==================== block 1
Fig. 1: block 1, gate families picked out
Bar = 20 microns.
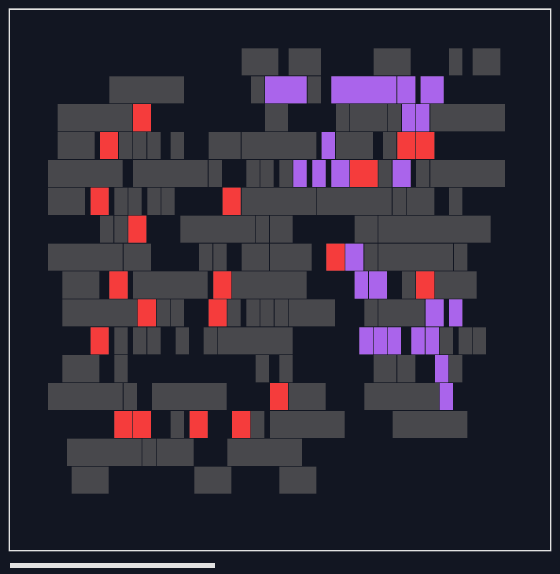

## src/rtl/sipo_pkg.sv

```systemverilog
// Shared types for the serial-to-parallel deserializer.
// The SIPO_PARITY_EN macro adds the PARITY state and enables even-parity checking.
package sipo_pkg;

`ifdef SIPO_PARITY_EN
  localparam bit PARITY_EN = 1'b1;
  typedef enum logic [1:0] {IDLE, SHIFT, PARITY, HOLD} sipo_state_t;
`else
  localparam bit PARITY_EN = 1'b0;
  typedef enum logic [1:0] {IDLE, SHIFT, HOLD} sipo_state_t;
`endif

endpackage

```

## src/rtl/sipo_bit_counter.sv

```systemverilog
// Counts accepted data bits. done flags the LIMIT-th increment, and the count wraps to 0 on that increment.
// clr restarts the count. If clr and inc are both asserted, this cycle's bit counts as the first bit.
module sipo_bit_counter #(
  parameter int LIMIT = 8
) (
  input  logic clk,
  input  logic reset,
  input  logic clr,
  input  logic inc,
  output logic done
);
  localparam int CW = $clog2(LIMIT + 1);

  logic [CW-1:0] count;

  assign done = inc && (count == CW'(LIMIT - 1));

  always_ff @(posedge clk) begin
    if (reset) begin
      count <= '0;
    end else if (clr || done) begin
      count <= (inc && !done) ? CW'(1) : '0;
    end else if (inc) begin
      count <= count + CW'(1);
    end
  end
endmodule

```

## src/rtl/sipo_deser.sv

```systemverilog
// Serial-in, parallel-out deserializer. It takes bits MSB first and presents each word through a
// valid/ready handshake. Defining SIPO_PARITY_EN adds a trailing even-parity bit to every word.
module sipo_deser
  import sipo_pkg::*;
#(
  parameter int DATA_WIDTH = 8
) (
  input  logic                  clk,
  input  logic                  reset,
  input  logic                  serial_in,
  input  logic                  serial_valid,
  output logic                  serial_ready,
  input  logic                  abort,
  output logic [DATA_WIDTH-1:0] parallel_out,
  output logic                  word_valid,
  input  logic                  word_ready,
  output logic                  parity_err
);
  sipo_state_t           state, next_state;
  logic [DATA_WIDTH-1:0] shift_reg;
  logic                  accept, handshake, data_done, parity_take, word_done, cnt_clr, cnt_inc;
  logic [DATA_WIDTH-1:0] next_word;
  logic                  next_err;

  // Handshakes: a bit moves when serial_valid && serial_ready, and a word moves when
  // word_valid && word_ready. In HOLD a new bit is taken only in a cycle that frees the word.
  assign serial_ready = (state != HOLD) || word_ready;
  assign accept       = serial_valid && serial_ready && !abort;
  assign handshake    = word_valid && word_ready;

`ifdef SIPO_PARITY_EN
  assign parity_take = accept && (state == PARITY);
`else
  assign parity_take = 1'b0;
`endif

  assign cnt_inc   = accept && !parity_take;
  assign cnt_clr   = abort || ((state == HOLD) && word_ready);
  assign word_done = PARITY_EN ? parity_take : data_done;
  assign next_word = PARITY_EN ? shift_reg : {shift_reg[DATA_WIDTH-2:0], serial_in};
  assign next_err  = PARITY_EN && ((^shift_reg) ^ serial_in);

  sipo_bit_counter #(.LIMIT(DATA_WIDTH)) u_bit_counter (
    .clk   (clk),
    .reset (reset),
    .clr   (cnt_clr),
    .inc   (cnt_inc),
    .done  (data_done)
  );

  always_ff @(posedge clk) begin
    if (reset) state <= IDLE;
    else       state <= next_state;
  end

  always_comb begin
    next_state = state;
    case (state)
      IDLE:  if (accept) next_state = SHIFT;
`ifdef SIPO_PARITY_EN
      SHIFT:  if (data_done) next_state = PARITY;
      PARITY: if (parity_take) next_state = HOLD;
`else
      SHIFT: if (data_done) next_state = HOLD;
`endif
      HOLD:  if (handshake) next_state = accept ? SHIFT : IDLE;
      default: next_state = IDLE;
    endcase
    if (abort) next_state = IDLE;
  end

  always_ff @(posedge clk) begin
    if (reset) begin
      shift_reg    <= '0;
      parallel_out <= '0;
      word_valid   <= 1'b0;
      parity_err   <= 1'b0;
    end else begin
      if (cnt_inc) shift_reg <= {shift_reg[DATA_WIDTH-2:0], serial_in};
      // parallel_out keeps its last word when the word is aborted or taken.
      if (abort) begin
        word_valid <= 1'b0;
        parity_err <= 1'b0;
      end else if (word_done) begin
        parallel_out <= next_word;
        word_valid   <= 1'b1;
        parity_err   <= next_err;
      end else if (handshake) begin
        word_valid <= 1'b0;
        parity_err <= 1'b0;
      end
    end
  end
endmodule
```

## config.mk

```make
export PLATFORM = sky130hd
export DESIGN_NAME = sipo_deser
export DESIGN_NICKNAME = d
export VERILOG_FILES = /design/src/rtl/sipo_pkg.sv /design/src/rtl/sipo_bit_counter.sv /design/src/rtl/sipo_deser.sv
export SDC_FILE = /design/constraint.sdc
export NUM_CORES = 1
export LEC_CHECK = 0
export ABC_AREA = 1
export CAP_MARGIN = 0
export CORE_MARGIN = 3
export CORE_UTILIZATION = 43
export DETAILED_ROUTE_END_ITERATION = 8
export GPL_TIMING_DRIVEN = 0
export HOLD_SLACK_MARGIN = 0.02
export PLACE_DENSITY = 0.66
export SLEW_MARGIN = 20
export SYNTH_ARGS = -nofsm -noshare
export SYNTH_HDL_FRONTEND = slang
export SYNTH_HIERARCHICAL = 1
export SYNTH_SLANG_ARGS = --single-unit
export TNS_END_PERCENT = 30
```

## constraint.sdc

```tcl
create_clock -name clk -period 2 [get_ports clk]
set_clock_uncertainty 0.1 [all_clocks]
set_input_delay 0.4 -clock clk [delete_from_list [all_inputs] [get_ports clk]]
set_output_delay 0.4 -clock clk [all_outputs]
set_load 0.005 [all_outputs]
```

==================== block 2
<file path="src/rtl/rv32i_reg_file.sv">
// rv32i_reg_file: RV32I integer register file, x0 hardwired to zero.
//   clk    rising-edge clock for the write port
//   rst    asynchronous active-high reset, clears x1..x31
//   rs1    read port 1 address      rs1_v  read port 1 data (combinational)
//   rs2    read port 2 address      rs2_v  read port 2 data (combinational)
//   rd     write address            rd_v   write data
//   we     write enable (writes to x0 are dropped)
module rv32i_reg_file #(
    parameter int unsigned XLEN = 32,
    parameter int unsigned NREG = 32
) (
    input  logic                      clk,
    input  logic                      rst,
    input  logic [$clog2(NREG)-1:0]   rs1,
    input  logic [$clog2(NREG)-1:0]   rs2,
    input  logic [$clog2(NREG)-1:0]   rd,
    output logic [XLEN-1:0]           rs1_v,
    output logic [XLEN-1:0]           rs2_v,
    input  logic [XLEN-1:0]           rd_v,
    input  logic                      we
);

    localparam int unsigned AW = $clog2(NREG);

    // Storage for x1..x(NREG-1); x0 has no flop behind it.
    logic [XLEN-1:0] regs [1:NREG-1];

    // Write port: async clear, otherwise write the addressed register on the edge.
    always_ff @(posedge clk or posedge rst) begin
        if (rst) begin
            for (int i = 1; i < NREG; i++) begin
                regs[i] <= '0;
            end
        end else begin
            for (int i = 1; i < NREG; i++) begin
                if (we && (rd == AW'(i))) begin
                    regs[i] <= rd_v;
                end
            end
        end
    end

    // Read ports: address 0 matches no entry, so it falls through to zero.
    always_comb begin
        rs1_v = '0;
        rs2_v = '0;
        for (int i = 1; i < NREG; i++) begin
            if (rs1 == AW'(i)) begin
                rs1_v = regs[i];
            end
            if (rs2 == AW'(i)) begin
                rs2_v = regs[i];
            end
        end
    end

endmodule

</file>
<file path="config.mk">
export PLATFORM = sky130hd
export DESIGN_NAME = rv32i_reg_file
export DESIGN_NICKNAME = d
export VERILOG_FILES = /design/src/rtl/rv32i_reg_file.sv
export SDC_FILE = /design/constraint.sdc
export NUM_CORES = 2
export LEC_CHECK = 0
export CAP_MARGIN = 20
export CORE_AREA = 10 10 410 412
export CTS_CLUSTER_DIAMETER = 100
export CTS_CLUSTER_SIZE = 30
export DETAILED_ROUTE_END_ITERATION = 10
export DIE_AREA = 0 0 420 422
export DONT_BUFFER_PORTS = 1
export PLACE_DENSITY = 0.51
export SYNTH_ARGS = -nofsm -noshare
export SYNTH_HDL_FRONTEND = slang
export SYNTH_SLANG_ARGS = --single-unit
</file>
<file path="constraint.sdc">
create_clock -name clk -period 63.3 [get_ports clk]
set_input_delay 6.33 -clock clk [delete_from_list [all_inputs] [get_ports clk]]
set_output_delay 6.33 -clock clk [all_outputs]
set_load 0.05 [all_outputs]
</file>
Fig. 2: block 2, placed standard cells
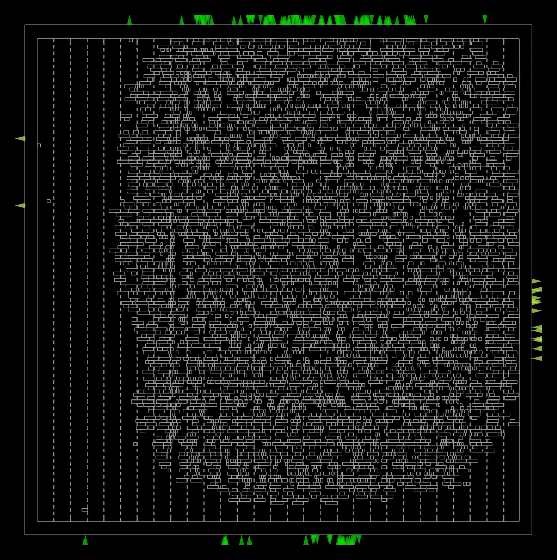
final core occ: 37.2%
fraction of area in registers: 41.7%
Flop Count: 992

==> impl_metrics.tcl, block 2 <==
# collected from the flow reports
set metrics [dict create \
    slowest_stage_cell_on_the_critical_path "nand3_1" \
    largest_reg_flops 992 \
    placement.setup.worst_slack_ps 47000 \
    buffers_and_inverters_on_the_worst_path 2 \
    cts_buffers 45 \
    clock_insertion_delay_worst_skew_ps 730 \
    timing.hold.ws_ps 528 \
    worst-r2r-setup-slack_ps 62250 \
    grt_setup_unrepaired "no" \
    design.die.area_sq_um 177000 \
    status "complete, no violations" \
    logic_family "multiplexers" \
    postCtsHoldBufs 0 \
    via_count 51200 \
    place_inst 7132 \
    clock.fmax_mhz 59.5 \
    critical-path-top-delay-family "simple AND/OR/NAND/NOR gates" \
    final.signal_buffer_count 212 \
    synth_simple_gate_area_share_pct 8.27 \
    post-dp-hpwl_mm 199 \
    n_antenna_cell 10 \
    final-seq-area_sq_um 24800 \
    power.combinational.total_uw 352 \
    area_growth_synth_to_finish_pct 6.96 \
    numClockSinks 992 \
    worstPathArrival_ps 10470 \
    share_of_async_settable_or_async_resettable_flops_after_synthesis_pct 100 \
    drive_above_1_share_pct 28.4 \
    global_route.usage.met3_pct 8.57 \
    top_cells_by_count "mux2_2, dfrtp_1, o21ai_0" \
    maxSlewViolCount 0 \
    final-nonclk-buf-share_pct 2.91 \
    drt-wirelength-per-cell_microns 41.9 \
    tightest_slew_ps 1350 \
    ir_worst_vdd_uv 24.4 \
    filler_cell_count 15900 \
    power_density_nw_per_um2 27.5 \
    rr_worst_depth 1 \
    tool_warnings 56 \
    critical_path.startpoint_type "input pin" \
    cts_resized 0 \
    post_synth.cell_area_avg_sq_um 10.4 \
    netlist.top_cell.by_area "dfrtp_1" \
    clock_path_buffers 3 \
    synth-area-yosys_sq_um 55600 \
    num-nonclk-inverters 30 \
    gr-max-usage-layer "met2" \
    number_of_clock_buffers_in_the_layout 51 \
    r2r-end "regs[272]" \
    post-route-worst-setup-slack_ps 46500 \
    timing.hold.worst.class "reg -> reg" \
    regToRegStartpoint "regs[272]" \
    worstSetupStartpoint "rs1[0]" \
    holdPathEnd "regs[374]" \
    post_synth_tally_of_flip_flops_with_integrated_enable 0 \
    top_power_group "registers" \
    p_comb_share_pct 21.5 \
    syn-instance-count 5359 \
    setup_viol_count_final 0 \
    power.share.clock_pct 24.3 \
    final_net_count 5151 \
    x_dimension_of_the_die_microns 420 \
    grt_pass1_wl_mm 414 \
    cp_num_cells 8 \
    clock_area_share_pct 2.53 \
]
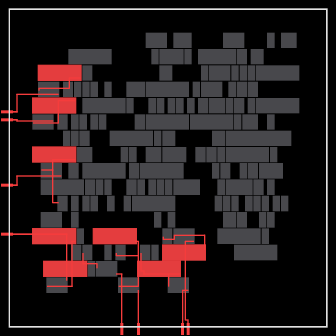
Fig. 3. Wires at chosen ports, followed through buffers (block 1).
- red: `parallel_out` (bits 8; direction output; edge 4 west, 4 south; end cells 8; buffers 8; wire 168 microns)

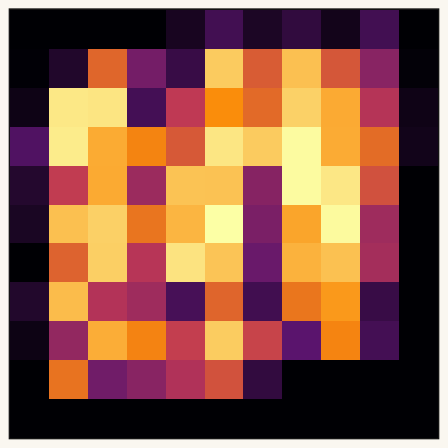
Fig. 4. Cell area per tile (block 1).
The die is cut into 11 by 11 equal tiles; black is low, pale yellow is high, 0 to 100% covered.
- emptiest ninth of the die: south-east
- densest ninth of the die: center
- mean over tiles: 42%
- fullest tile: 100%
- nearly empty tiles: 24%

## Picture notes: Fig. 1
- red: aoi and oai cells (cells 20; most used o21ai_0)
- purple: nand cells (cells 23; most used nand2_1)

==> impl_metrics.tcl, block 1 <==
# collected from the flow reports
set metrics [dict create \
    status "complete, no violations" \
    route.antenna.remaining_nets 0 \
    final.period_utilization_pct 93.3 \
    cell_area_after_layout_sq_um 1200 \
    timing.hold.worst.class "reg -> reg" \
    numClockSinks 22 \
    worst_hold_depth 2 \
    detailroute.wirelength.met3_microns 70 \
    timing.setup.critical_path_class "in -> reg" \
    fraction_of_area_in_registers_pct 36.7 \
    syn-instance-count 128 \
    grt_setup_unrepaired "no" \
    cells_in_synth_stat_txt 128 \
    rr_worst_depth 11 \
    clock_area_share_pct 4.38 \
    final_core_util_pct 59.9 \
    number_of_max_cap_violations 0 \
    logic_gates 90 \
    cts_setup_buffers 1 \
    number_of_clock_buffers_in_the_layout 3 \
    clock.fmax_mhz 536 \
    critPathCapture "parallel_out[5]" \
    n_antenna_cell 0 \
    maxSlewViolCount 0 \
    grt_remaining_overflow 0 \
    area_growth_synth_to_finish_pct 28.1 \
    grtUsageMet1_pct 18.0 \
    cp_slowest_stage_delay_ps 430 \
    yosysWarningCount 6 \
    num-nonclk-inverters 14 \
    via_count 808 \
    drt-wirelength-per-cell_microns 10.7 \
    critical_path.startpoint_type "input pin" \
    post-route-min-period_ps 1870 \
    design.die.area_sq_um 2770 \
    r2r-end "parallel_out[2]" \
    ctsRootBufferMaster "clkbuf_4" \
    final_instance_count_excl_fillers 175 \
    setup_viol_count_final 0 \
    tool_warnings 26 \
    leakagePower_nw 0.489 \
    drive_above_1_share_pct 11.5 \
    place_inst 170 \
    timing.hold.ws_ps 393 \
    worst-r2r-setup-slack_ps 280 \
    cts_buffers 3 \
    report.final.hold_viol_count 0 \
]

==> gallery <==
The metal 3 layer.
panel A
Bar = 20 microns.
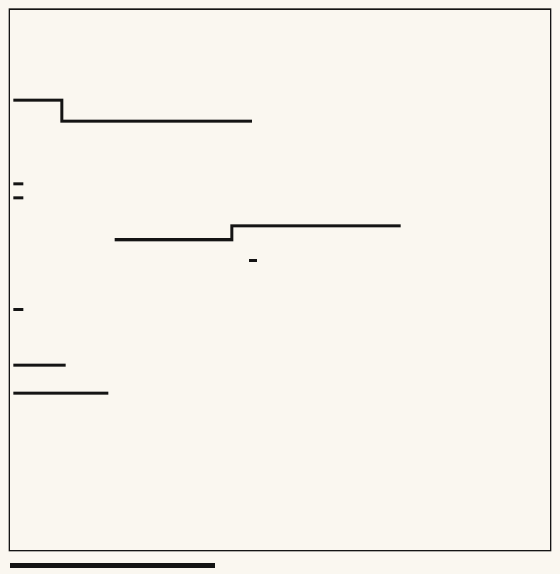
panel B
Bar = 100 microns.
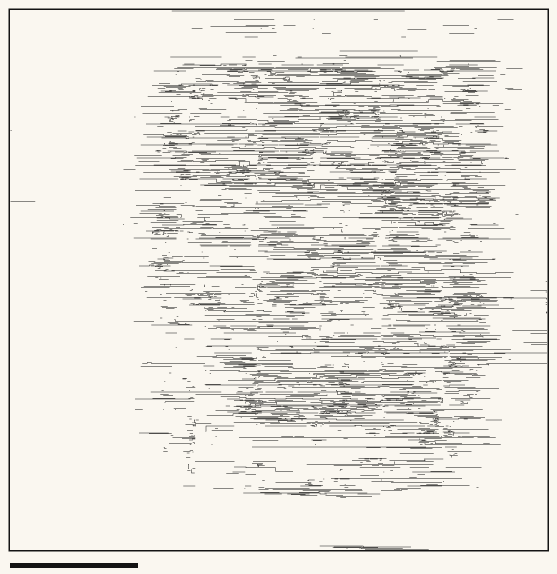
The one with the largest die is panel B.
Panel B comes from block 2.
Panel A comes from block 1.


